=== perceptron_trainer ===
**perceptron_trainer: selected gate families**

Bar = 20 µm.
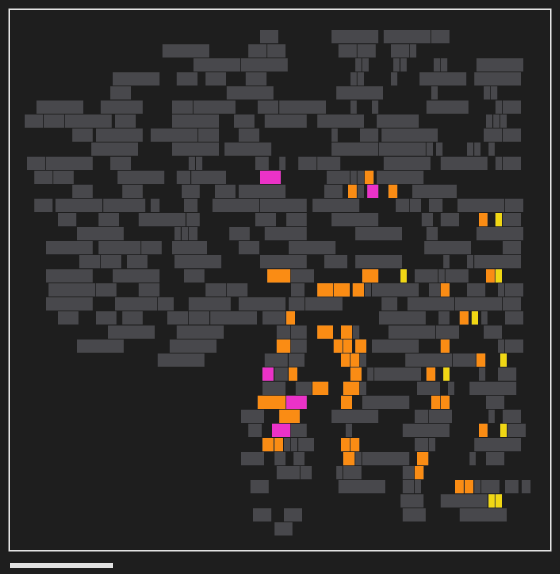
**perceptron_trainer: cell classes on the final placement**

Bar = 20 µm.
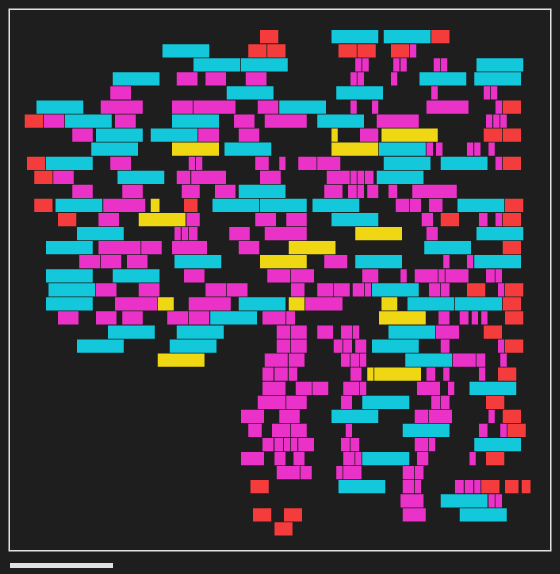
==> src/rtl/perceptron_trainer.sv <==
// rtl/perceptron_trainer.sv - serial perceptron evaluator with saturating accumulator and optional learning rule
// Learning logic (UPDATE state, train/target capture) is built only when PERCEPTRON_TRAIN_EN is defined.
module perceptron_trainer #(
   parameter int N_IN = 8,
   parameter int WW   = 4,
   parameter int AW   = 8
) (
   input  logic                    clk,
   input  logic                    reset,
   input  logic [N_IN-1:0]         in,
   input  logic signed [AW-1:0]    threshold,
   input  logic                    start,
   input  logic                    train,
   input  logic                    target,
   input  logic                    w_we,
   input  logic [$clog2(N_IN)-1:0] w_addr,
   input  logic signed [WW-1:0]    w_data,
   output logic                    busy,
   output logic                    done,
   output logic                    result,
   output logic signed [AW-1:0]    acc,
   output logic                    updated
);
   localparam int IW = $clog2(N_IN);
   localparam logic signed [AW:0] ACC_MAX = {2'b00, {(AW-1){1'b1}}};
   localparam logic signed [AW:0] ACC_MIN = {2'b11, {(AW-1){1'b0}}};

   typedef enum logic [2:0] {IDLE, ACCUM, COMPARE, UPDATE, DONE} state_t;

   state_t                  state;
   logic signed [WW-1:0]    w [N_IN];
   logic [N_IN-1:0]         in_q;
   logic signed [AW-1:0]    thr_q;
   logic [IW-1:0]           idx;
   logic signed [AW:0]      sum;
   logic signed [AW-1:0]    acc_next;
   logic                    fire;

`ifdef PERCEPTRON_TRAIN_EN
   localparam logic signed [WW-1:0] W_MAX = {1'b0, {(WW-1){1'b1}}};
   localparam logic signed [WW-1:0] W_MIN = {1'b1, {(WW-1){1'b0}}};
   logic train_q;
   logic tgt_q;
`else
   logic unused_train;
   assign unused_train = train ^ target;
`endif

   // One extra headroom bit makes the overflow check a plain signed compare.
   always_comb begin
      sum = {acc[AW-1], acc} + {{(AW+1-WW){w[idx][WW-1]}}, w[idx]};
      if (sum > ACC_MAX)
         acc_next = ACC_MAX[AW-1:0];
      else if (sum < ACC_MIN)
         acc_next = ACC_MIN[AW-1:0];
      else
         acc_next = sum[AW-1:0];
   end

   assign fire = (acc >= thr_q);

   always_ff @(posedge clk or negedge reset) begin
      if (!reset) begin
         state   <= IDLE;
         busy    <= 1'b0;
         done    <= 1'b0;
         result  <= 1'b0;
         acc     <= '0;
         updated <= 1'b0;
         idx     <= '0;
         in_q    <= '0;
         thr_q   <= '0;
         for (int i = 0; i < N_IN; i++)
            w[i] <= '0;
`ifdef PERCEPTRON_TRAIN_EN
         train_q <= 1'b0;
         tgt_q   <= 1'b0;
`endif
      end else begin
         done <= 1'b0;
         case (state)
            IDLE: begin
               if (w_we && (int'(w_addr) < N_IN))
                  w[w_addr] <= w_data;
               if (start) begin
                  in_q    <= in;
                  thr_q   <= threshold;
`ifdef PERCEPTRON_TRAIN_EN
                  train_q <= train;
                  tgt_q   <= target;
`endif
                  acc     <= '0;
                  idx     <= '0;
                  updated <= 1'b0;
                  busy    <= 1'b1;
                  state   <= ACCUM;
               end
            end
            ACCUM: begin
               if (in_q[idx])
                  acc <= acc_next;
               idx <= idx + IW'(1);
               if (idx == IW'(N_IN - 1))
                  state <= COMPARE;
            end
            COMPARE: begin
               result <= fire;
`ifdef PERCEPTRON_TRAIN_EN
               if (train_q && (fire != tgt_q))
                  state <= UPDATE;
               else
                  state <= DONE;
`else
               state <= DONE;
`endif
            end
            UPDATE: begin
`ifdef PERCEPTRON_TRAIN_EN
               for (int i = 0; i < N_IN; i++) begin
                  if (in_q[i]) begin
                     if (tgt_q && (w[i] != W_MAX))
                        w[i] <= w[i] + WW'(1);
                     else if (!tgt_q && (w[i] != W_MIN))
                        w[i] <= w[i] - WW'(1);
                  end
               end
               updated <= 1'b1;
`endif
               state <= DONE;
            end
            DONE: begin
               done  <= 1'b1;
               busy  <= 1'b0;
               state <= IDLE;
            end
            default: begin
               busy  <= 1'b0;
               state <= IDLE;
            end
         endcase
      end
   end
endmodule

==> config.mk <==
export PLATFORM = sky130hd
export DESIGN_NAME = perceptron_trainer
export DESIGN_NICKNAME = d
export VERILOG_FILES = /design/src/rtl/perceptron_trainer.sv
export SDC_FILE = /design/constraint.sdc
export NUM_CORES = 1
export LEC_CHECK = 0
export CAP_MARGIN = 10
export CORE_MARGIN = 2
export CORE_UTILIZATION = 34
export CTS_BUF_LIST = sky130_fd_sc_hd__clkbuf_16
export CTS_CLUSTER_SIZE = 25
export DETAILED_ROUTE_END_ITERATION = 16
export HOLD_SLACK_MARGIN = 0.08
export PLACE_DENSITY_LB_ADDON = 0.2
export SYNTH_ARGS = -nofsm -noshare
export SYNTH_HDL_FRONTEND = slang
export SYNTH_SLANG_ARGS = --single-unit
==> constraint.sdc <==
create_clock -name clk -period 4.8 [get_ports clk]
set_input_delay 0.48 -clock clk [delete_from_list [all_inputs] [get_ports clk]]
set_output_delay 0.48 -clock clk [all_outputs]
set_load 0.02 [all_outputs]
==> results.ini <==
[yosys]
ys_warn_count=0
yosysTopAreaCell=dfrtp_1
synthAoiAreaFrac_pct=9.920
netlist_top_cells_count=dfrtp_1, nand2_1, mux2_2
syn_area_um2=3431
avgSynthCellArea_um2=11.87
yosys_cells=289

[final_timing]
grt_setup_unrepaired=false
maxSlewHeadroom_pct=29.36
skew_ns=0.006478

[worst_setup_path]
crit_path_top_delay_cell=dfrtp_1
crit_fanout=10
arrival_ns=3.95
max_stage_delay_ns=0.68

[power_and_ir_drop]
p_sw_w=0.001200
power.density_nw_per_um2=751.7
p_int_w=0.001970
clk-power_w=0.000645

[cells_and_area]
max_flop_register=w
drive_gt1_share_pct=23.42
area_growth_pct=22.90
layout_top_cells=dfrtp_1, nand2_1, mux2_2, clkdlybuf4s50_1, ha_1
comb_cells=204
seq_area_um2=1627

[detailed_routing]
firstDrtPassIters=4
dr_wl_met2_um=2972
viasPerCell=4.886

[floorplanning]
die_w_um=104.5

[clock_network]
ctsResizeCount=0
htree_levels=3

[placed_design]
place_inst=450

[flow_run]
tool_warnings=28

[outcome]
outcome=finished, final reports clean

Notes on 'selected gate families' of perceptron_trainer above:
magenta -> and/or cells  # cells 5
orange -> aoi and oai cells  # cells 43, most used o21ai_0
yellow -> inv cells  # cells 9, most used inv_1

Notes on 'cell classes on the final placement' of perceptron_trainer above:
yellow -> clock drivers and dummy loads  # cells 16, share of their area 7.3%
cyan -> sequential cells  # cells 65, share of their area 40%
red -> remaining buffers and delay cells  # cells 39, share of their area 9.4%
magenta -> combinational and other logic  # cells 213, share of their area 43%


=== led_ctrl ===
File: config.mk
export PLATFORM = sky130hd
export DESIGN_NAME = led_ctrl
export DESIGN_NICKNAME = d
export VERILOG_FILES = /design/src/rtl/led_ctrl_pkg.sv /design/src/rtl/led_prescaler.sv /design/src/rtl/led_ctrl.sv
export SDC_FILE = /design/constraint.sdc
export NUM_CORES = 1
export LEC_CHECK = 0
export ABC_AREA = 0
export ABC_CLOCK_PERIOD_IN_PS = 1900
export CORE_UTILIZATION = 45
export DETAILED_ROUTE_END_ITERATION = 16
export GPL_ROUTABILITY_DRIVEN = 1
export PLACE_DENSITY = 0.69
export SLEW_MARGIN = 20
export SYNTH_ARGS = -nofsm -noshare
export SYNTH_HDL_FRONTEND = slang
export SYNTH_SLANG_ARGS = --single-unit
File: constraint.sdc
create_clock -name clk -period 1.9 [get_ports clk]
set_input_delay 0.38 -clock clk [delete_from_list [all_inputs] [get_ports clk]]
set_output_delay 0.38 -clock clk [all_outputs]
set_load 0.02 [all_outputs]
File: src/rtl/led_ctrl_pkg.sv
// Shared encodings for the LED bank sequencer.
package led_ctrl_pkg;

    typedef enum logic [1:0] {
        S_STATIC = 2'd0,
        S_BLINK  = 2'd1,
        S_CHASE  = 2'd2,
        S_FAULT  = 2'd3
    } state_t;

    localparam logic [1:0] MODE_STATIC = 2'b00;
    localparam logic [1:0] MODE_BLINK  = 2'b01;
    localparam logic [1:0] MODE_CHASE  = 2'b10;

    // Reset brightness is "always on"; sliced down to PWM_BITS at use.
    localparam logic [31:0] BRIGHT_FULL = 32'hFFFF_FFFF;

    // Reserved mode 11 falls back to static.
    function automatic state_t mode_to_state(input logic [1:0] mode);
        case (mode)
            MODE_BLINK: return S_BLINK;
            MODE_CHASE: return S_CHASE;
            default:    return S_STATIC;
        endcase
    endfunction

endpackage

File: src/rtl/led_prescaler.sv
// Two-level free-running prescaler: base tick every TICK_DIV cycles,
// step every BLINK_TICKS ticks. Synchronous clear restarts both counts.
module led_prescaler #(
    parameter int TICK_DIV    = 50000,
    parameter int BLINK_TICKS = 250
) (
    input  logic clk,
    input  logic rst_n,
    input  logic clr_i,
    output logic tick_o,
    output logic step_o
);
    localparam int TW = (TICK_DIV > 1)    ? $clog2(TICK_DIV)    : 1;
    localparam int SW = (BLINK_TICKS > 1) ? $clog2(BLINK_TICKS) : 1;

    logic [TW-1:0] tick_cnt_q, tick_cnt_d;
    logic [SW-1:0] step_cnt_q, step_cnt_d;
    logic          tick_wrap, step_wrap;

    assign tick_wrap = (tick_cnt_q == TW'(TICK_DIV - 1));
    assign step_wrap = (step_cnt_q == SW'(BLINK_TICKS - 1));

    // Pulses are suppressed on a clear so a restart never also counts as a step.
    assign tick_o = tick_wrap & ~clr_i;
    assign step_o = tick_o & step_wrap;

    // Next count: clear wins, otherwise the tick counter wraps into the step counter.
    always_comb begin
        tick_cnt_d = tick_cnt_q;
        step_cnt_d = step_cnt_q;
        if (clr_i) begin
            tick_cnt_d = '0;
            step_cnt_d = '0;
        end else if (tick_wrap) begin
            tick_cnt_d = '0;
            step_cnt_d = step_wrap ? '0 : step_cnt_q + SW'(1);
        end else begin
            tick_cnt_d = tick_cnt_q + TW'(1);
        end
    end

    // Counter registers with synchronous reset.
    always_ff @(posedge clk) begin
        if (!rst_n) begin
            tick_cnt_q <= '0;
            step_cnt_q <= '0;
        end else begin
            tick_cnt_q <= tick_cnt_d;
            step_cnt_q <= step_cnt_d;
        end
    end

endmodule

File: src/rtl/led_ctrl.sv
// LED bank sequencer: host config port, fault override, static/blink/chase
// sequencing and PWM dimming. led is registered from current state only.
module led_ctrl
    import led_ctrl_pkg::*;
#(
    parameter int TICK_DIV    = 50000,
    parameter int BLINK_TICKS = 250,
    parameter int PWM_BITS    = 4
) (
    input  logic                clk,
    input  logic                rst_n,
    input  logic                wr_valid,
    output logic                wr_ready,
    input  logic [7:0]          wr_pattern,
    input  logic [1:0]          wr_mode,
    input  logic [PWM_BITS-1:0] wr_bright,
    input  logic                fault,
    input  logic [7:0]          fault_code,
    output logic [7:0]          led,
    output logic [1:0]          cur_state
);
    state_t              state_q, state_d;
    logic [7:0]          pattern_q, pattern_d;
    logic [1:0]          mode_q, mode_d;
    logic [PWM_BITS-1:0] bright_q, bright_d;
    logic [PWM_BITS-1:0] pwm_cnt_q;
    logic                phase_q, phase_d;
    logic [7:0]          led_q, led_d;
    logic                rst_n_q;
    logic                accept, pwm_on, step;

    assign wr_ready  = rst_n_q & (state_q != S_FAULT);
    assign accept    = wr_valid & wr_ready;
    assign pwm_on    = (bright_q == BRIGHT_FULL[PWM_BITS-1:0]) | (pwm_cnt_q < bright_q);
    assign led       = led_q;
    assign cur_state = state_q;

    led_prescaler #(
        .TICK_DIV    (TICK_DIV),
        .BLINK_TICKS (BLINK_TICKS)
    ) u_prescaler (
        .clk    (clk),
        .rst_n  (rst_n),
        .clr_i  (accept),
        .tick_o (),
        .step_o (step)
    );

    // Next state: per-state step actions, fault preemption, then host write.
    always_comb begin
        state_d   = state_q;
        pattern_d = pattern_q;
        mode_d    = mode_q;
        bright_d  = bright_q;
        phase_d   = phase_q;

        case (state_q)
            S_BLINK: if (step) phase_d = ~phase_q;
            S_CHASE: if (step) pattern_d = {pattern_q[6:0], pattern_q[7]};
            S_FAULT: begin
                if (!fault) begin
                    state_d = mode_to_state(mode_q);
                    phase_d = 1'b1;
                end else if (step) begin
                    phase_d = ~phase_q;
                end
            end
            default: ;
        endcase

        if (state_q != S_FAULT && fault)
            state_d = S_FAULT;

        // A write can only land outside S_FAULT; a coincident fault still wins the
        // state, but the new config is saved and shown once the fault clears.
        if (accept) begin
            pattern_d = wr_pattern;
            mode_d    = (wr_mode == 2'b11) ? MODE_STATIC : wr_mode;
            bright_d  = wr_bright;
            phase_d   = 1'b1;
            if (!fault)
                state_d = mode_to_state(wr_mode);
        end
    end

    // Output decode from registered state; fault code ignores dimming.
    always_comb begin
        led_d = 8'h00;
        case (state_q)
            S_STATIC: led_d = pattern_q & {8{pwm_on}};
            S_BLINK:  led_d = pattern_q & {8{pwm_on & phase_q}};
            S_CHASE:  led_d = pattern_q & {8{pwm_on}};
            S_FAULT:  led_d = fault_code & {8{phase_q}};
            default:  led_d = 8'h00;
        endcase
    end

    // State, config, PWM counter and output registers with synchronous reset.
    always_ff @(posedge clk) begin
        if (!rst_n) begin
            state_q   <= S_STATIC;
            pattern_q <= 8'h00;
            mode_q    <= MODE_STATIC;
            bright_q  <= BRIGHT_FULL[PWM_BITS-1:0];
            pwm_cnt_q <= '0;
            phase_q   <= 1'b1;
            led_q     <= 8'h00;
            rst_n_q   <= 1'b0;
        end else begin
            state_q   <= state_d;
            pattern_q <= pattern_d;
            mode_q    <= mode_d;
            bright_q  <= bright_d;
            pwm_cnt_q <= pwm_cnt_q + PWM_BITS'(1);
            phase_q   <= phase_d;
            led_q     <= led_d;
            rst_n_q   <= 1'b1;
        end
    end

endmodule

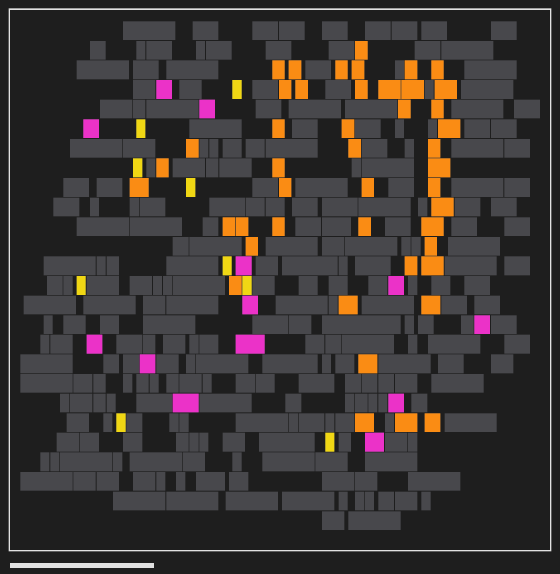
**Above:** led_ctrl (selected gate families).
Bar = 20 µm.
orange -> aoi and oai cells  # cells 45, most used o21ai_0
magenta -> and/or cells  # cells 13
yellow -> inv cells  # cells 9, most used inv_1

==> results.ini <==
[cells_and_area]
area_growth_pct=29.47
clock_area_share_pct=3.551
comb_cells=193
dominant-cell-class=logic gates

[power_and_ir_drop]
sequentialPowerShare_pct=54.2

[yosys]
ys_top_cells_by_area=dfxtp_1, mux2i_1, nor2_1
ys_sh_simple_pct=22.10

[detailed_routing]
dr_wl_met2_um=2221

[flow_run]
cap_violations=0

[global_routing]
grt_pass1_wl_um=7872
met2_usage_pct=29.93

[final_timing]
fin_crit_sh_pct=93.89

[worst_setup_path]
start_kind=register
worstReg2RegEnd=u_prescaler.step_cnt_q[5]

[outcome]
outcome=finished, final reports clean

[floorplanning]
rows=26
taps=70

[placed_design]
numPortBuffers=36

[clock_network]
cts-hold-fix-buffers=0


=== pulse_chain_seq ===
**pulse_chain_seq: power grid**

Pins as bars on the die edge. Tap cells in grey.
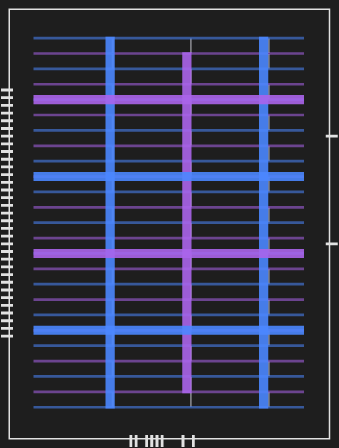
**pulse_chain_seq: cell classes on the final placement**

Bar = 20 µm.
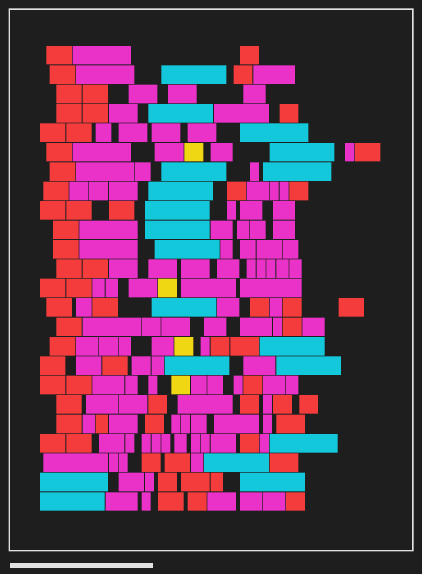
**pulse_chain_seq: selected gate families**

Bar = 20 µm.
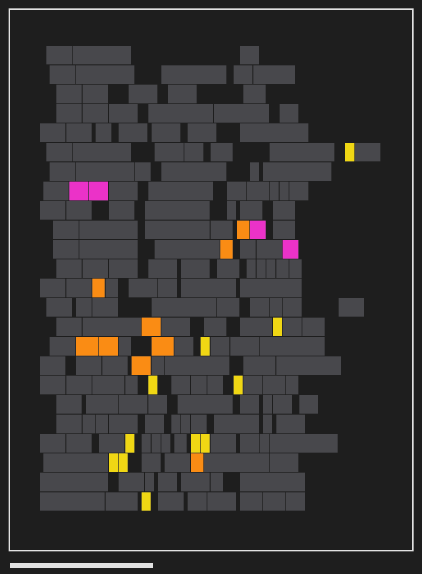
<file path="config.mk">
export PLATFORM = sky130hd
export DESIGN_NAME = pulse_chain_seq
export DESIGN_NICKNAME = d
export VERILOG_FILES = /design/src/rtl/pulse_chain_seq_pkg.sv /design/src/rtl/pulse_chain_seq_tick_cnt.sv /design/src/rtl/pulse_chain_seq.sv
export SDC_FILE = /design/constraint.sdc
export NUM_CORES = 1
export LEC_CHECK = 0
export CORE_ASPECT_RATIO = 1.4
export CORE_MARGIN = 4
export CORE_UTILIZATION = 44
export CTS_BUF_LIST = sky130_fd_sc_hd__clkbuf_4
export DETAILED_ROUTE_END_ITERATION = 6
export GPL_TIMING_DRIVEN = 0
export PLACE_DENSITY = 0.88
export SLEW_MARGIN = 10
export SYNTH_ARGS = -nofsm -noshare
export SYNTH_HDL_FRONTEND = slang
export SYNTH_SLANG_ARGS = --single-unit
export TNS_END_PERCENT = 30
</file>
<file path="constraint.sdc">
create_clock -name clk -period 2.3 [get_ports clk]
set_input_delay 0.575 -clock clk [delete_from_list [all_inputs] [get_ports clk]]
set_output_delay 0.575 -clock clk [all_outputs]
set_load 0.03 [all_outputs]
</file>
<file path="src/rtl/pulse_chain_seq_pkg.sv">
// ---------------------------------------------------------------------------
// pulse_chain_seq_pkg
//
// Shared timing definitions for blocks built on the 50 MHz emulation clock.
// One tick is 20 ns. The helper ns2ticks() converts nanoseconds into ticks
// using truncating division. Instantiating blocks use it to build the packed
// per-step delay vector that drives pulse_chain_seq.
//
// The named tick constants reproduce the delay values of the legacy
// fixed-delay units. The values are truncated, so 250 ns maps to 12 ticks
// (240 ns). Keep them identical to the old parts so that control sequences
// retain their cycle-exact timing.
// ---------------------------------------------------------------------------
package pulse_chain_seq_pkg;

   localparam int TICK_NS = 20;

   // Nanoseconds to whole ticks (truncating).
   function automatic int ns2ticks(input int ns);
      return ns / TICK_NS;
   endfunction

   // Legacy delay-unit set, expressed in ticks.
   localparam int T_50NS  = 2;
   localparam int T_70NS  = 3;
   localparam int T_100NS = 5;
   localparam int T_150NS = 7;
   localparam int T_200NS = 10;
   localparam int T_250NS = 12;
   localparam int T_300NS = 15;
   localparam int T_400NS = 20;
   localparam int T_450NS = 22;
   localparam int T_550NS = 27;
   localparam int T_750NS = 37;
   localparam int T_800NS = 40;
   localparam int T_1US   = 50;

endpackage

</file>
<file path="src/rtl/pulse_chain_seq_tick_cnt.sv">
// ---------------------------------------------------------------------------
// seq_tick_cnt
//
// This is the per-step tick counter of the pulse chain. It holds the running
// tick count and the delay that was latched when the current step was
// entered.
//
//   clk      in   system clock
//   reset    in   asynchronous active-high reset; clears count and delay
//   clr      in   return to idle (count = 0); has priority over load
//   load     in   enter a new step: count = 1, delay = load_val
//   load_val in   effective delay of the step being entered (never 0)
//   active   out  count != 0 (a step is in progress)
//   hit      out  count has reached the latched delay this cycle
//
// A count of 0 means idle. While the counter is active it increments every
// cycle. Because load_val is always at least 1 and the owner reloads or
// clears the counter on the hit cycle, the count cannot pass the delay and
// never wraps. The hit output is decoded only from the two registers.
// ---------------------------------------------------------------------------
module seq_tick_cnt
   import pulse_chain_seq_pkg::*;
#(
   parameter int CW = 8
) (
   input  logic          clk,
   input  logic          reset,
   input  logic          clr,
   input  logic          load,
   input  logic [CW-1:0] load_val,
   output logic          active,
   output logic          hit
);

   logic [CW-1:0] cnt_q;
   logic [CW-1:0] cnt_d;
   logic [CW-1:0] dcur_q;
   logic [CW-1:0] dcur_d;

   always_comb begin
      cnt_d  = cnt_q;
      dcur_d = dcur_q;
      if (clr) begin
         cnt_d = '0;
      end else if (load) begin
         cnt_d  = CW'(1);
         dcur_d = load_val;
      end else if (cnt_q != '0) begin
         cnt_d = cnt_q + CW'(1);
      end
   end

   always_ff @(posedge clk or posedge reset) begin
      if (reset) begin
         cnt_q  <= '0;
         dcur_q <= '0;
      end else begin
         cnt_q  <= cnt_d;
         dcur_q <= dcur_d;
      end
   end

   assign active = (cnt_q != '0);
   assign hit    = active && (cnt_q == dcur_q);

endmodule

</file>
<file path="src/rtl/pulse_chain_seq.sv">
// ---------------------------------------------------------------------------
// pulse_chain_seq
//
// This is a programmable timing-chain sequencer. A start pulse launches a
// chain of NSTEPS one-cycle step pulses. Each pulse is spaced from the
// previous one by its own tick count.
//
//   clk     in   system clock (50 MHz, 20 ns/tick)
//   reset   in   asynchronous active-high reset; clears all state
//   start   in   one-cycle launch; restarts the chain if it is already busy
//   stop    in   one-cycle abort; wins over start
//   dly     in   step k delay in ticks at [k*CW +: CW]; 0 is treated as 1
//   p       out  p[k] high for exactly one cycle when step k fires
//   busy    out  high while a step is counting
//   done    out  coincident with the final step pulse
//   retrig  out  one-cycle pulse after a start that was accepted while busy
//
// The edge priority is reset, then stop, then start, then step advance or
// count. Every output is decoded from registers, so no input reaches an
// output combinationally. When a start lands on a pulse cycle, the pulse is
// still emitted, but the chain restarts at step 0 and does not advance.
// ---------------------------------------------------------------------------
module pulse_chain_seq
   import pulse_chain_seq_pkg::*;
#(
   parameter int NSTEPS = 4,
   parameter int CW     = 8
) (
   input  logic                 clk,
   input  logic                 reset,
   input  logic                 start,
   input  logic                 stop,
   input  logic [NSTEPS*CW-1:0] dly,
   output logic [NSTEPS-1:0]    p,
   output logic                 busy,
   output logic                 done,
   output logic                 retrig
);

   localparam int SW = $clog2(NSTEPS);

   logic [SW-1:0] s_q;
   logic [SW-1:0] s_d;
   logic          retrig_q;
   logic          retrig_d;

   logic [CW-1:0] eff_dly [NSTEPS];
   logic [SW-1:0] s_inc;
   logic          last_step;

   logic          cnt_clr;
   logic          cnt_load;
   logic [CW-1:0] cnt_load_val;
   logic          cnt_active;
   logic          cnt_hit;

   // A zero delay behaves as one tick. The shortest chain therefore produces
   // back-to-back pulses rather than collapsing them.
   genvar gi;
   generate
      for (gi = 0; gi < NSTEPS; gi++) begin : g_eff
         assign eff_dly[gi] = (dly[gi*CW +: CW] == '0) ? CW'(1) : dly[gi*CW +: CW];
      end
   endgenerate

   assign last_step = (s_q == SW'(NSTEPS-1));
   // This wraps explicitly so the delay mux never sees an out-of-range index.
   // That matters when NSTEPS is not a power of two.
   assign s_inc     = last_step ? '0 : s_q + SW'(1);

   // -----------------------------------------------------------------------
   // Step control and priority
   // -----------------------------------------------------------------------
   always_comb begin
      cnt_clr      = 1'b0;
      cnt_load     = 1'b0;
      cnt_load_val = eff_dly[0];
      s_d          = s_q;
      retrig_d     = 1'b0;
      if (stop) begin
         cnt_clr = 1'b1;
         s_d     = '0;
      end else if (start) begin
         cnt_load     = 1'b1;
         cnt_load_val = eff_dly[0];
         s_d          = '0;
         retrig_d     = cnt_active;
      end else if (cnt_hit) begin
         if (last_step) begin
            cnt_clr = 1'b1;
            s_d     = '0;
         end else begin
            // Latch the next delay now. Later changes on dly do not affect
            // the step that is entered here.
            cnt_load     = 1'b1;
            cnt_load_val = eff_dly[s_inc];
            s_d          = s_inc;
         end
      end
   end

   always_ff @(posedge clk or posedge reset) begin
      if (reset) begin
         s_q      <= '0;
         retrig_q <= 1'b0;
      end else begin
         s_q      <= s_d;
         retrig_q <= retrig_d;
      end
   end

   seq_tick_cnt #(
      .CW(CW)
   ) u_tick_cnt (
      .clk      (clk),
      .reset    (reset),
      .clr      (cnt_clr),
      .load     (cnt_load),
      .load_val (cnt_load_val),
      .active   (cnt_active),
      .hit      (cnt_hit)
   );

   // -----------------------------------------------------------------------
   // Outputs (registers only)
   // -----------------------------------------------------------------------
   generate
      for (gi = 0; gi < NSTEPS; gi++) begin : g_pulse
         assign p[gi] = cnt_hit && (s_q == SW'(gi));
      end
   endgenerate

   assign busy   = cnt_active;
   assign done   = p[NSTEPS-1];
   assign retrig = retrig_q;

endmodule

</file>
==> results.ini <==
[detailed_routing]
m1WireLength_um=1327
drt_wl_total_um=3819
wl_met3_um=188

[global_routing]
overflow=0
grt_antenna_before_repair=0
use_met3_pct=2.373

[cells_and_area]
drive_gt1_share_pct=34.18
num-nets-final=239
buffer_area_share_pct=26.59
comb_area_share_pct=45.18
n_antenna_cell=0
layout_top_cells=clkdlybuf4s50_1, buf_4, dfrtp_1, nor2_1, mux2_2
ff_count=19

[yosys]
netlist_instances=133
ys_warn_count=0
postSynth.asyncResetShare_pct=100.0
synth_seq_share_pct=33.01
ys_types=33
ys_sh_mux_pct=23.98
yosys-stat-area_um2=1440

[clock_network]
htree_levels=1
path_clk_slew_ns=0.09
cts-hold-fix-buffers=0

[power_and_ir_drop]
clk-power_w=0.000182
switching_share_pct=28.60
seq_power_w=0.000380

[flow_run]
tool_warnings=33

[outcome]
failed_checks=setup timing
outcome=complete, but fails checks

[placed_design]
numPortBuffers=42
gp_congestion=0.8171
place_inst=214
place_ws_ns=-0.5850

[worst_setup_path]
max_stage_delay_ns=0.43
cp.depth=6
worstSetupEndpointType=output pin
r2r_slack_ns=0.03
startpoint=u_tick_cnt.dcur_q[4]

[floorplanning]
chipArea_um2=4265
taps=39

[final_timing]
setup_viol=6
layout_setup_ws_ns=-0.1564
fmax_ghz=0.4071

Notes on 'power grid' of pulse_chain_seq above:
blue -> VSS
purple -> VDD
met1 rails = 25
met4 straps = 3
met5 straps = 4
signal pins = 43
rows = 24

Notes on 'cell classes on the final placement' of pulse_chain_seq above:
magenta -> combinational and other logic  # cells 111, share of their area 48%
red -> remaining buffers and delay cells  # cells 62, share of their area 27%
yellow -> clock drivers and dummy loads  # cells 4, share of their area 1.4%
cyan -> sequential cells  # cells 19, share of their area 23%

Notes on 'selected gate families' of pulse_chain_seq above:
magenta -> and/or cells  # cells 4, most used or4_1
yellow -> inv cells  # cells 11, most used inv_1, where bottom centre
orange -> aoi and oai cells  # cells 9, most used a21oi_1


=== cfg_updn_counter ===
--- config.mk ---
export PLATFORM = sky130hd
export DESIGN_NAME = cfg_updn_counter
export DESIGN_NICKNAME = d
export VERILOG_FILES = /design/src/rtl/cfg_cnt_pkg.sv /design/src/rtl/cnt_step_calc.sv /design/src/rtl/cfg_updn_counter.sv
export SDC_FILE = /design/constraint.sdc
export NUM_CORES = 1
export LEC_CHECK = 0
export CORE_MARGIN = 10
export CORE_UTILIZATION = 55
export DETAILED_ROUTE_END_ITERATION = 6
export GPL_TIMING_DRIVEN = 0
export PLACE_DENSITY_LB_ADDON = 0.12
export SLEW_MARGIN = 20
export SYNTH_ARGS = -nofsm -noshare
export SYNTH_HDL_FRONTEND = slang
export SYNTH_HIERARCHICAL = 1
export SYNTH_SLANG_ARGS = --single-unit
--- constraint.sdc ---
create_clock -name clk -period 8.8 [get_ports clk]
set_clock_uncertainty 0.1 [all_clocks]
set_input_delay 1.32 -clock clk [delete_from_list [all_inputs] [get_ports clk]]
set_output_delay 1.32 -clock clk [all_outputs]
set_load 0.005 [all_outputs]
--- src/rtl/cfg_cnt_pkg.sv ---
// Shared encodings for the configurable up/down counter: boundary modes,
// control FSM states and the mode decode used when capturing mode_q.
package cfg_cnt_pkg;

    typedef enum logic [1:0] {
        MODE_WRAP    = 2'b00,
        MODE_SAT     = 2'b01,
        MODE_ONESHOT = 2'b10
    } cnt_mode_e;

    typedef enum logic [1:0] {
        ST_IDLE = 2'b00,
        ST_RUN  = 2'b01,
        ST_DONE = 2'b10
    } cnt_state_e;

    // The unused encoding 2'b11 behaves as wrap, so it is folded at capture time.
    function automatic cnt_mode_e decode_mode(input logic [1:0] m);
        if (m == 2'b11) begin
            return MODE_WRAP;
        end
        return cnt_mode_e'(m);
    endfunction

endpackage

--- src/rtl/cnt_step_calc.sv ---
// Combinational next-count calculation for one active cycle. Computes the
// raw result in a widened signed domain so both directions can detect
// leaving [0, limit_q], then applies the wrap or clamp rule.
module cnt_step_calc
    import cfg_cnt_pkg::*;
#(
    parameter int WIDTH  = 8,
    parameter int STEP_W = 4
) (
    input  logic [WIDTH-1:0]  count,
    input  logic [WIDTH-1:0]  limit_q,
    input  logic [STEP_W-1:0] s,
    input  logic              up,
    input  cnt_mode_e         mode,
    output logic [WIDTH-1:0]  next_count,
    output logic              out_of_range
);

    // Two extra bits: one for the carry of count + s, one for the sign of count - s.
    localparam int EW = WIDTH + 2;

    logic signed [EW-1:0] cnt_x;
    logic signed [EW-1:0] lim_x;
    logic signed [EW-1:0] s_x;
    logic signed [EW-1:0] raw_up;
    logic signed [EW-1:0] raw_dn;
    logic signed [EW-1:0] wrap_up;
    logic signed [EW-1:0] wrap_dn;

    // Raw step results and their wrapped counterparts in the widened domain.
    always_comb begin
        cnt_x   = signed'({2'b00, count});
        lim_x   = signed'({2'b00, limit_q});
        s_x     = signed'(EW'(s));
        raw_up  = cnt_x + s_x;
        raw_dn  = cnt_x - s_x;
        wrap_up = raw_up - lim_x - EW'(1);
        wrap_dn = raw_dn + lim_x + EW'(1);
    end

    // Select the in-range result, or apply the boundary rule of the mode.
    always_comb begin
        next_count   = count;
        out_of_range = 1'b0;
        if (up) begin
            if (raw_up > lim_x) begin
                out_of_range = 1'b1;
                if (mode == MODE_WRAP) begin
                    next_count = WIDTH'(wrap_up);
                end else begin
                    next_count = limit_q;
                end
            end else begin
                next_count = WIDTH'(raw_up);
            end
        end else begin
            if (raw_dn[EW-1]) begin
                out_of_range = 1'b1;
                if (mode == MODE_WRAP) begin
                    next_count = WIDTH'(wrap_dn);
                end else begin
                    next_count = '0;
                end
            end else begin
                next_count = WIDTH'(raw_dn);
            end
        end
    end

endmodule

--- src/rtl/cfg_updn_counter.sv ---
// Configurable up/down counter with programmable terminal value, step size
// and wrap / saturate / one-shot boundary behaviour. Terminal value and mode
// are latched only on clr or load; all outputs are registered.
module cfg_updn_counter
    import cfg_cnt_pkg::*;
#(
    parameter int WIDTH  = 8,
    parameter int STEP_W = 4
) (
    input  logic              clk,
    input  logic              rst,
    input  logic              clr,
    input  logic              load,
    input  logic [WIDTH-1:0]  load_val,
    input  logic [WIDTH-1:0]  limit,
    input  logic [1:0]        mode,
    input  logic              act,
    input  logic              up_dwn_n,
    input  logic [STEP_W-1:0] step,
    output logic [WIDTH-1:0]  count,
    output logic              tc,
    output logic              ovflw,
    output logic              undflw,
    output logic              done
);

    // A step larger than the range is clamped to the terminal value.
    function automatic logic [STEP_W-1:0] clamp_step(input logic [STEP_W-1:0] stp,
                                                     input logic [WIDTH-1:0]  lim);
        if (WIDTH'(stp) > lim) begin
            return STEP_W'(lim);
        end
        return stp;
    endfunction

    // A load value above the terminal value saturates to it.
    function automatic logic [WIDTH-1:0] clamp_load(input logic [WIDTH-1:0] val,
                                                    input logic [WIDTH-1:0] lim);
        return (val > lim) ? lim : val;
    endfunction

    cnt_state_e        state;
    cnt_state_e        state_nxt;
    cnt_mode_e         mode_q;
    cnt_mode_e         mode_nxt;
    logic [WIDTH-1:0]  limit_q;
    logic [WIDTH-1:0]  limit_nxt;
    logic [WIDTH-1:0]  count_nxt;
    logic              tc_nxt;
    logic              ovflw_nxt;
    logic              undflw_nxt;
    logic              done_nxt;

    logic [STEP_W-1:0] step_eff;
    logic [WIDTH-1:0]  calc_count;
    logic              calc_oor;
    logic              boundary;

    assign step_eff = clamp_step(step, limit_q);

    // With limit_q = 0 the clamped step is always zero, so any nonzero
    // requested step is counted as pushing against the boundary.
    assign boundary = calc_oor | ((limit_q == '0) && (step != '0));

    cnt_step_calc #(
        .WIDTH  (WIDTH),
        .STEP_W (STEP_W)
    ) u_step_calc (
        .count        (count),
        .limit_q      (limit_q),
        .s            (step_eff),
        .up           (up_dwn_n),
        .mode         (mode_q),
        .next_count   (calc_count),
        .out_of_range (calc_oor)
    );

    // Next-state and next-output logic: clr beats load beats counting.
    always_comb begin
        state_nxt  = state;
        count_nxt  = count;
        tc_nxt     = 1'b0;
        ovflw_nxt  = ovflw;
        undflw_nxt = undflw;
        done_nxt   = done;
        limit_nxt  = limit_q;
        mode_nxt   = mode_q;

        if (clr) begin
            state_nxt  = ST_IDLE;
            count_nxt  = '0;
            ovflw_nxt  = 1'b0;
            undflw_nxt = 1'b0;
            done_nxt   = 1'b0;
            limit_nxt  = limit;
            mode_nxt   = decode_mode(mode);
        end else if (load) begin
            state_nxt  = ST_IDLE;
            count_nxt  = clamp_load(load_val, limit);
            done_nxt   = 1'b0;
            limit_nxt  = limit;
            mode_nxt   = decode_mode(mode);
        end else begin
            case (state)
                ST_IDLE, ST_RUN: begin
                    if (act) begin
                        state_nxt = ST_RUN;
                        count_nxt = calc_count;
                        if (boundary) begin
                            tc_nxt = 1'b1;
                            if (up_dwn_n) begin
                                ovflw_nxt = 1'b1;
                            end else begin
                                undflw_nxt = 1'b1;
                            end
                            if (mode_q == MODE_ONESHOT) begin
                                state_nxt = ST_DONE;
                                done_nxt  = 1'b1;
                            end
                        end
                    end else begin
                        state_nxt = ST_IDLE;
                    end
                end
                ST_DONE: begin
                    state_nxt = ST_DONE;
                end
                default: begin
                    state_nxt = ST_IDLE;
                end
            endcase
        end
    end

    // State, configuration and output registers with asynchronous reset.
    always_ff @(posedge clk or posedge rst) begin
        if (rst) begin
            state   <= ST_IDLE;
            count   <= '0;
            tc      <= 1'b0;
            ovflw   <= 1'b0;
            undflw  <= 1'b0;
            done    <= 1'b0;
            limit_q <= '1;
            mode_q  <= MODE_WRAP;
        end else begin
            state   <= state_nxt;
            count   <= count_nxt;
            tc      <= tc_nxt;
            ovflw   <= ovflw_nxt;
            undflw  <= undflw_nxt;
            done    <= done_nxt;
            limit_q <= limit_nxt;
            mode_q  <= mode_nxt;
        end
    end

endmodule

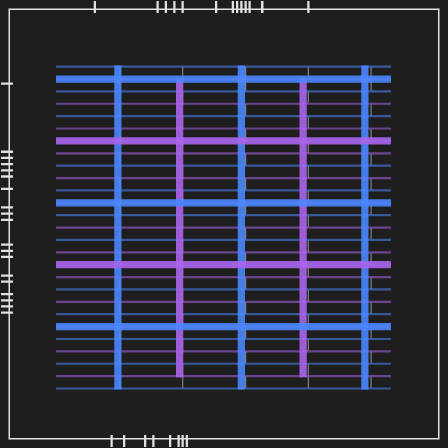
**Above:** cfg_updn_counter (power grid).
Pins as bars on the die edge. Tap cells in grey.
purple -> VDD
blue -> VSS
signal pins = 40
rows = 26
met5 straps = 5
met1 rails = 27

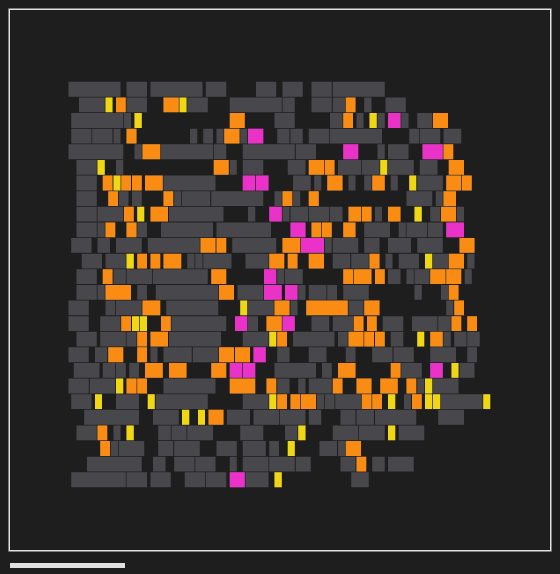
**Above:** cfg_updn_counter (selected gate families).
Bar = 20 µm.
magenta -> and/or cells  # cells 20, most used and2_1
yellow -> inv cells  # cells 34, most used inv_1
orange -> aoi and oai cells  # cells 107, most used o21ai_0

==> results.ini <==
[yosys]
avgSynthCellArea_um2=8.194
syn_area_um2=3015
yosys-stat-area_um2=3015
postSynth.asyncResetShare_pct=100.0
ys_sh_simple_pct=19.17
ys_ff=24
ys_types=61

[outcome]
outcome=finished, final reports clean

[placed_design]
dpl.hpwl_um=6820

[clock_network]
ctsResizeCount=0
root_buffer=clkbuf_8
post_cts_buffers=0

[cells_and_area]
ff_count=24
layout_top_cells=clkdlybuf4s50_1, ha_1, inv_1, o21ai_0, nand2_1

[worst_setup_path]
critical_path_buf_inv_count=2

[floorplanning]
die_w_um=94.05
rows=26

[hold_path]
holdCritStartpoint=undflw

[detailed_routing]
firstDrtPassIters=4
vias=2881

[power_and_ir_drop]
p_int_w=0.0003377
clk-power_w=0.0000969

[flow_run]
tool_warnings=31

[global_routing]
met2_usage_pct=33.41

[final_timing]
finalHoldViolations=0


=== program_loader ===
**program_loader: selected gate families**

Bar = 50 µm.
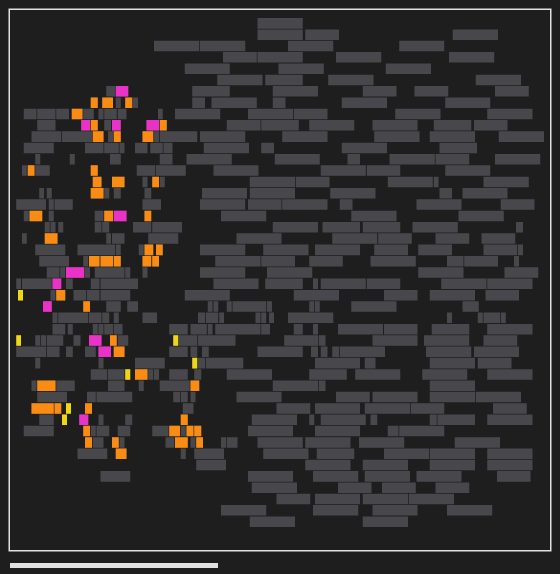
File: src/rtl/program_loader_pkg.sv
// Shared types and constants for the program loader: FSM states, frame sync byte, header field layout.
// Pure definitions; no logic, no latency, no backpressure.
package program_loader_pkg;

  typedef enum logic [2:0] {
    IDLE = 3'd0,
    HDR  = 3'd1,
    DATA = 3'd2,
    CSUM = 3'd3,
    DONE = 3'd4
  } state_t;

  localparam logic [7:0] SYNC_BYTE = 8'hA5;

  // Header byte layout: {start_addr, count_m1}
  localparam int HDR_ADDR_MSB = 7;
  localparam int HDR_ADDR_LSB = 4;
  localparam int HDR_CNT_MSB  = 3;
  localparam int HDR_CNT_LSB  = 0;

  function automatic logic [3:0] hdr_start_addr(input logic [7:0] hdr);
    return hdr[HDR_ADDR_MSB:HDR_ADDR_LSB];
  endfunction

  function automatic logic [3:0] hdr_count_m1(input logic [7:0] hdr);
    return hdr[HDR_CNT_MSB:HDR_CNT_LSB];
  endfunction

endpackage

File: src/rtl/prog_mem.sv
// Program memory: one synchronous write port, one asynchronous read port; not reset.
// Write visible on rd_data the cycle after the write edge (old value during it); never stalls.
module prog_mem #(
  parameter int DEPTH = 16,
  parameter int WIDTH = 8,
  parameter int AW    = $clog2(DEPTH)
) (
  input  logic             clk,
  input  logic             wr_en,
  input  logic [AW-1:0]    wr_addr,
  input  logic [WIDTH-1:0] wr_data,
  input  logic [AW-1:0]    rd_addr,
  output logic [WIDTH-1:0] rd_data
);

  logic [WIDTH-1:0] mem [DEPTH];

  always_ff @(posedge clk) begin
    if (wr_en) begin
      mem[wr_addr] <= wr_data;
    end
  end

  assign rd_data = mem[rd_addr];

endmodule

File: src/rtl/program_loader.sv
// Receives SYNC/header/data/checksum frames and writes the data bytes into program memory.
// One byte per cycle when in_ready; in_ready drops only for the single DONE cycle.
module program_loader
  import program_loader_pkg::*;
#(
  parameter int DEPTH = 16,
  parameter int WIDTH = 8,
  parameter int AW    = $clog2(DEPTH)
) (
  input  logic             clk,
  input  logic             reset,
  input  logic             in_valid,
  input  logic [7:0]       in_data,
  output logic             in_ready,
  input  logic [AW-1:0]    rd_addr,
  output logic [WIDTH-1:0] rd_data,
  output logic             busy,
  output logic             done,
  output logic             error,
  output logic             run_en
);

  state_t        state_q, state_d;
  logic [AW-1:0] ptr_q;
  logic [3:0]    remaining_q;
  logic [7:0]    sum_q;
  logic          loaded_q;
  logic          error_q;

  logic          accept;
  logic          wr_en;
  logic [7:0]    sum_plus_in;

  assign accept      = in_valid && in_ready;
  assign sum_plus_in = sum_q + in_data;

  always_comb begin
    state_d  = state_q;
    in_ready = (state_q != DONE);
    busy     = (state_q != IDLE);
    done     = (state_q == DONE);
    wr_en    = 1'b0;
    case (state_q)
      IDLE: begin
        if (accept && in_data == SYNC_BYTE) begin
          state_d = HDR;
        end
      end
      HDR: begin
        if (accept) begin
          state_d = DATA;
        end
      end
      DATA: begin
        if (accept) begin
          wr_en = 1'b1;
          if (remaining_q == 4'd0) begin
            state_d = CSUM;
          end
        end
      end
      CSUM: begin
        if (accept) begin
          state_d = (sum_plus_in == 8'h00) ? DONE : IDLE;
        end
      end
      DONE: begin
        state_d = IDLE;
      end
      default: begin
        state_d = IDLE;
      end
    endcase
  end

  always_ff @(posedge clk) begin
    if (reset) begin
      state_q     <= IDLE;
      ptr_q       <= '0;
      remaining_q <= '0;
      sum_q       <= '0;
      loaded_q    <= 1'b0;
      error_q     <= 1'b0;
    end else begin
      state_q <= state_d;
      if (accept) begin
        case (state_q)
          IDLE: begin
            if (in_data == SYNC_BYTE) begin
              loaded_q <= 1'b0;
              error_q  <= 1'b0;
            end
          end
          HDR: begin
            ptr_q       <= AW'(hdr_start_addr(in_data));
            remaining_q <= hdr_count_m1(in_data);
            sum_q       <= in_data;
          end
          DATA: begin
            sum_q <= sum_plus_in;
            ptr_q <= ptr_q + 1'b1;
            if (remaining_q != 4'd0) begin
              remaining_q <= remaining_q - 4'd1;
            end
          end
          CSUM: begin
            sum_q <= sum_plus_in;
            if (sum_plus_in == 8'h00) begin
              loaded_q <= 1'b1;
            end else begin
              error_q <= 1'b1;
            end
          end
          default: begin
          end
        endcase
      end
    end
  end

  assign error  = error_q;
  assign run_en = loaded_q && !busy;

  // Partial frames leave their writes in place: memory has no reset or rollback.
  prog_mem #(
    .DEPTH (DEPTH),
    .WIDTH (WIDTH),
    .AW    (AW)
  ) u_prog_mem (
    .clk     (clk),
    .wr_en   (wr_en),
    .wr_addr (ptr_q),
    .wr_data (WIDTH'(in_data)),
    .rd_addr (rd_addr),
    .rd_data (rd_data)
  );

endmodule

File: config.mk
export PLATFORM = sky130hd
export DESIGN_NAME = program_loader
export DESIGN_NICKNAME = d
export VERILOG_FILES = /design/src/rtl/program_loader_pkg.sv /design/src/rtl/prog_mem.sv /design/src/rtl/program_loader.sv
export SDC_FILE = /design/constraint.sdc
export NUM_CORES = 1
export LEC_CHECK = 0
export CAP_MARGIN = 20
export CORE_MARGIN = 1
export CORE_UTILIZATION = 40
export DETAILED_ROUTE_END_ITERATION = 6
export DONT_BUFFER_PORTS = 1
export GPL_TIMING_DRIVEN = 0
export HOLD_SLACK_MARGIN = 0.03
export PLACE_DENSITY = 0.51
export SYNTH_ARGS = -nofsm -noshare
export SYNTH_HDL_FRONTEND = slang
export SYNTH_SLANG_ARGS = --single-unit
File: constraint.sdc
create_clock -name clk -period 7.55 [get_ports clk]
set_clock_uncertainty 0.05 [all_clocks]
set_input_delay 1.51 -clock clk [delete_from_list [all_inputs] [get_ports clk]]
set_output_delay 1.51 -clock clk [all_outputs]
set_load 0.01 [all_outputs]
==> results.ini <==
[power_and_ir_drop]
sequentialPowerShare_pct=50.2
powerComb_w=0.0000652
p_sw_w=0.0003897
p_leak_nw=2.418
pwr-share-comb_pct=3.7
vdd_ir_drop_max_v=0.0001735

[floorplanning]
die_w_um=129.7
rows=46
die_h_um=129.7

[yosys]
ys_top_cells_by_area=edfxtp_1, mux4_2, dfxtp_1
ys_sh_mux_pct=13.97
yosysTopAreaCell=edfxtp_1
postSynth.asyncResetShare_pct=0
synthAoiAreaFrac_pct=5.812
ff_type=edfxtp_1
ys_ff=149
avgSynthCellArea_um2=16.14

[placed_design]
place_inst=624

[worst_setup_path]
r2r-start=state_q[1]
arrival_ns=3.08
path_cells=buf_1 > mux4_2 > mux4_2
endpoint=rd_data[2]
max_stage_delay_ns=0.55
crit_required_ns=5.99
startpoint=rd_addr[1]

[cells_and_area]
seq_area_share_pct=57.72
area_growth_pct=13.26
max_flop_register=u_prog_mem.mem
final_util_pct=46.50
n_antenna_cell=0

[global_routing]
grt_usage_pct=19.20
grt_pass1_vias=3802
grtUsageMet1_pct=23.74

[clock_network]
cts-buffers-inserted=17
root_buffer=clkbuf_16
cts.sinks=149

[final_timing]
fmax_ghz=0.2156
drv_slew=0
period_needed_ns=4.638
grt_setup_unrepaired=false
setup-tns-final_ns=0

[hold_path]
hold_depth=2

[outcome]
outcome=finished, final reports clean

About 'selected gate families' of program_loader:
orange -> aoi and oai cells  # cells 46, most used o21ai_0
yellow -> inv cells  # cells 7, most used inv_1
magenta -> and/or cells  # cells 11, most used and3b_1, where middle left


=== timekeeping_sequencer ===
**timekeeping_sequencer: cell classes on the final placement**

Bar = 20 µm.
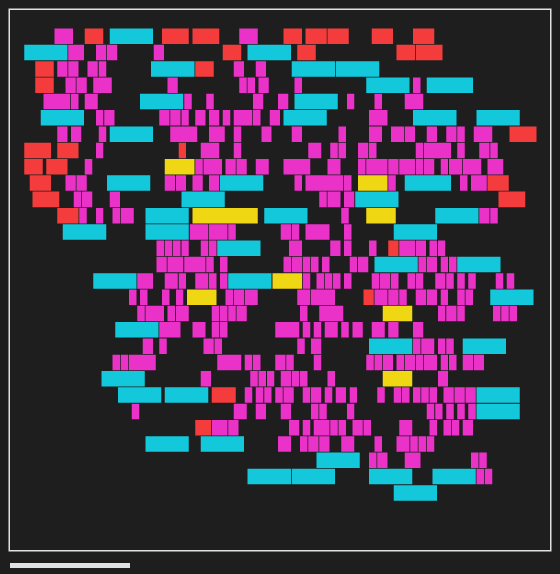
**timekeeping_sequencer: selected gate families**

Bar = 20 µm.
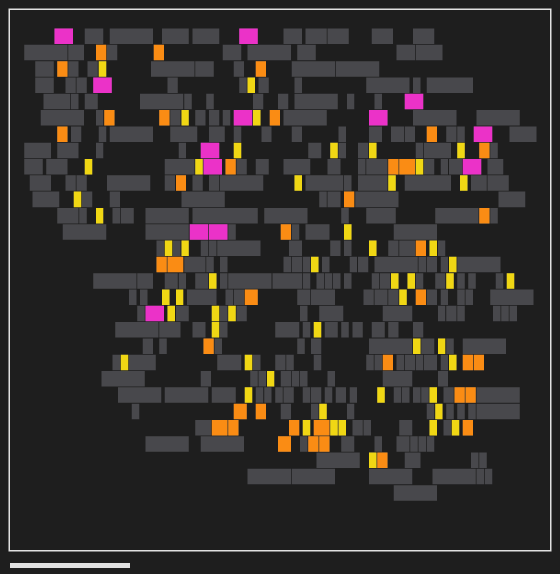
**timekeeping_sequencer: clock wiring as the flow saved it**

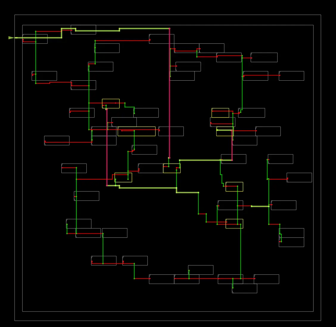
`config.mk`:
```
export PLATFORM = sky130hd
export DESIGN_NAME = timekeeping_sequencer
export DESIGN_NICKNAME = d
export VERILOG_FILES = /design/src/rtl/timekeeping_sequencer_pkg.sv /design/src/rtl/timekeeping_sequencer_mod_n_counter.sv /design/src/rtl/timekeeping_sequencer.sv
export SDC_FILE = /design/constraint.sdc
export NUM_CORES = 1
export LEC_CHECK = 0
export ABC_AREA = 1
export CAP_MARGIN = 30
export CORE_MARGIN = 2
export CORE_UTILIZATION = 35
export DETAILED_ROUTE_END_ITERATION = 12
export GPL_TIMING_DRIVEN = 0
export PLACE_DENSITY_LB_ADDON = 0.2
export SLEW_MARGIN = 20
export SYNTH_ARGS = -nofsm -noshare
export SYNTH_HDL_FRONTEND = slang
export SYNTH_SLANG_ARGS = --single-unit
```
`constraint.sdc`:
```
create_clock -name clock -period 2.21 [get_ports clock]
set_input_delay 0.3315 -clock clock [delete_from_list [all_inputs] [get_ports clock]]
set_output_delay 0.3315 -clock clock [all_outputs]
set_load 0.1 [all_outputs]
```
`src/rtl/timekeeping_sequencer_pkg.sv`:
```
// clock_pkg: state encoding, default moduli and field widths shared with the hand-drive counters
package clock_pkg;
  typedef enum logic [1:0] {
    RUN   = 2'd0,
    SET   = 2'd1,
    ALIGN = 2'd2
  } state_t;
  localparam int DEF_TICKS_PER_SEC = 100_000_000;
  localparam int DEF_SEC_PER_MIN   = 60;
  localparam int DEF_MIN_PER_HOUR  = 60;
  localparam int DEF_HOURS         = 12;
  localparam int SEC_W  = 6;
  localparam int MIN_W  = 6;
  localparam int HOUR_W = 4;
endpackage

```
`src/rtl/timekeeping_sequencer_mod_n_counter.sv`:
```
// mod_n_counter: modulo-N up counter with sync clear, load-zero and same-edge carry out
module mod_n_counter #(
  parameter int N = 60,
  parameter int W = 6
) (
  input  logic         clock,
  input  logic         reset,
  input  logic         en,
  input  logic         zero,
  output logic [W-1:0] count,
  output logic         carry
);
  assign carry = en & (count == W'(N - 1));
  // load-zero beats enable so a held block stays parked at 0
  always_ff @(posedge clock)
    if (reset || zero) count <= '0;
    else if (en) count <= carry ? '0 : count + W'(1);
endmodule

```
`src/rtl/timekeeping_sequencer.sv`:
```
// timekeeping_sequencer: 1 Hz prescaler, seconds/minutes/hours cascade and RUN/SET/ALIGN sequencing
module timekeeping_sequencer
  import clock_pkg::*;
#(
  parameter int TICKS_PER_SEC = DEF_TICKS_PER_SEC,
  parameter int SEC_PER_MIN   = DEF_SEC_PER_MIN,
  parameter int MIN_PER_HOUR  = DEF_MIN_PER_HOUR,
  parameter int HOURS         = DEF_HOURS
) (
  input  logic              clock,
  input  logic              reset,
  input  logic              setMode,
  input  logic              incMinute,
  input  logic              incHour,
  output logic              secondTick,
  output logic              minuteTick,
  output logic              hourTick,
  output logic [SEC_W-1:0]  seconds,
  output logic [MIN_W-1:0]  minutes,
  output logic [HOUR_W-1:0] hours,
  output logic [1:0]        state
);
  localparam int PS_W = $clog2(TICKS_PER_SEC);
  state_t          st;
  logic            run_go;
  logic            in_set;
  logic            ps_carry;
  logic            sec_carry;
  logic            min_carry;
  logic            unused_hr_carry;
  logic [PS_W-1:0] unused_prescaler;
  // a setMode request wins over a terminal prescaler count, so counting only happens when staying in RUN
  assign run_go = (st == RUN) && !setMode;
  assign in_set = st == SET;
  assign state  = st;
  mod_n_counter #(.N(TICKS_PER_SEC), .W(PS_W)) u_prescaler (
    .clock(clock), .reset(reset), .en(run_go), .zero(!run_go),
    .count(unused_prescaler), .carry(ps_carry)
  );
  mod_n_counter #(.N(SEC_PER_MIN), .W(SEC_W)) u_seconds (
    .clock(clock), .reset(reset), .en(ps_carry), .zero(!run_go),
    .count(seconds), .carry(sec_carry)
  );
  mod_n_counter #(.N(MIN_PER_HOUR), .W(MIN_W)) u_minutes (
    .clock(clock), .reset(reset), .en(sec_carry | (in_set & incMinute)), .zero(1'b0),
    .count(minutes), .carry(min_carry)
  );
  // sec_carry is only ever set in RUN, so a manual minute wrap in SET never reaches the hours
  mod_n_counter #(.N(HOURS), .W(HOUR_W)) u_hours (
    .clock(clock), .reset(reset), .en((sec_carry & min_carry) | (in_set & incHour)), .zero(1'b0),
    .count(hours), .carry(unused_hr_carry)
  );
  // mode sequencing plus strobes registered on the same edge the counters move
  always_ff @(posedge clock)
    if (reset) begin
      st         <= RUN;
      secondTick <= 1'b0;
      minuteTick <= 1'b0;
      hourTick   <= 1'b0;
    end else begin
      st         <= st == RUN ? (setMode ? SET : RUN) : st == SET ? (setMode ? SET : ALIGN) : RUN;
      secondTick <= ps_carry;
      minuteTick <= sec_carry;
      hourTick   <= sec_carry & min_carry;
    end
endmodule

```
==> results.ini <==
[cells_and_area]
final_cells=506
comb_area_share_pct=45.14
buffer_area_share_pct=9.318
max_flop_register=u_prescaler.count
final_design_area_no_fill_um2=3102
drive_gt1_share_pct=10.57

[detailed_routing]
firstDrtPassIters=4
viasPerCell=4.870
post_drt_wl_per_cell_um=11.78
wl_met3_um=253

[worst_setup_path]
crit_path_top_delay_cell=clkdlybuf4s50_1
arrival_ns=1.82
cp.depth=1
worstReg2RegEnd=u_prescaler.count[18]
reg2regPathDepth=10
start_kind=register
endpoint=seconds[1]
r2r_slack_ns=0.41
startpoint=u_seconds.count[1]
max_stage_delay_ns=1.14

[clock_network]
cts-hold-fix-buffers=0
path_clk_slew_ns=0.08
htree_levels=2

[yosys]
synth-edff-count=0
ys_sh_xor_pct=4.392
ys_types=33
ys_sh_mux_pct=0
syn_area_um2=2592

[placed_design]
numPortBuffers=25

[power_and_ir_drop]
power_w=0.001674
p_sw_w=0.0003815

[outcome]
outcome=finished, final reports clean

[flow_run]
tool_warnings=26

[hold_path]
whs_endpoint=u_prescaler.count[0]
hold_depth=1

[final_timing]
finalHoldViolations=0
skew_ns=0.01148
maxSlewHeadroom_pct=33.36
worst_pin_slew_ns=0.9965
grt_setup_unrepaired=false
drv_slew=0

[floorplanning]
chipArea_um2=8112

[global_routing]
use_met3_pct=3.353

## Picture notes: 'cell classes on the final placement' of timekeeping_sequencer
red -> remaining buffers and delay cells  # cells 30, share of their area 9.7%
cyan -> sequential cells  # cells 48, share of their area 32%
yellow -> clock drivers and dummy loads  # cells 8, share of their area 4.2%
magenta -> combinational and other logic  # cells 321, share of their area 54%

## Picture notes: 'selected gate families' of timekeeping_sequencer
magenta -> xor and xnor cells  # cells 13, most used xor2_1
orange -> aoi and oai cells  # cells 39, most used a21oi_1
yellow -> inv cells  # cells 53, most used inv_1

## Picture notes: 'clock wiring as the flow saved it' of timekeeping_sequencer
seq_cells: 48
CTS sink cnt: 48
clock latency at the later pin of the worst-skew pair: 0.31 ns
power in the clock group: 0.000706 W



==> notes/layouts.md <==
Pictures saved along the way, in no particular order.

Clock wires, drivers and flops.
panel A
Bar = 20 µm.
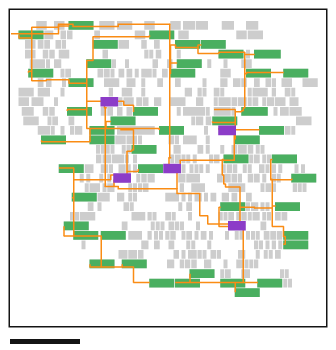
panel B
Bar = 20 µm.
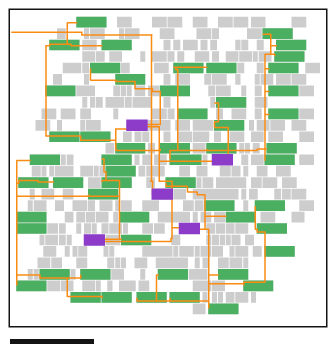
panel C
Bar = 50 µm.
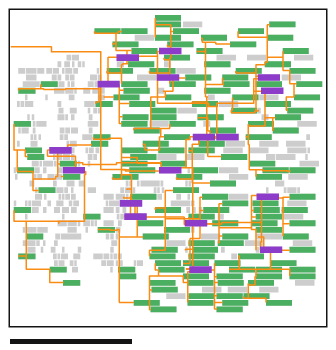
panel D
Bar = 20 µm.
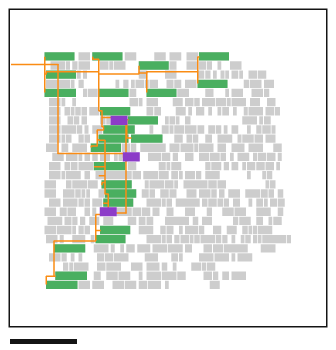
panel E
Bar = 20 µm.
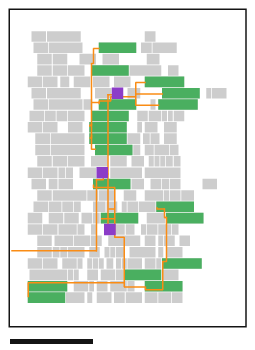
panel F
Bar = 20 µm.
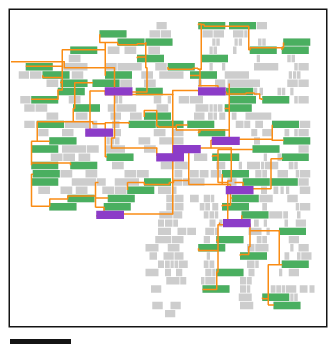
Panel A comes from timekeeping_sequencer.
Panel D comes from cfg_updn_counter.
Panel C comes from program_loader.
Panel E comes from pulse_chain_seq.
Panel B comes from led_ctrl.
Panel F comes from perceptron_trainer.
- most sequential cells: panel C
- fewest sequential cells: panel E

Power and IR drop assume default switching activity.
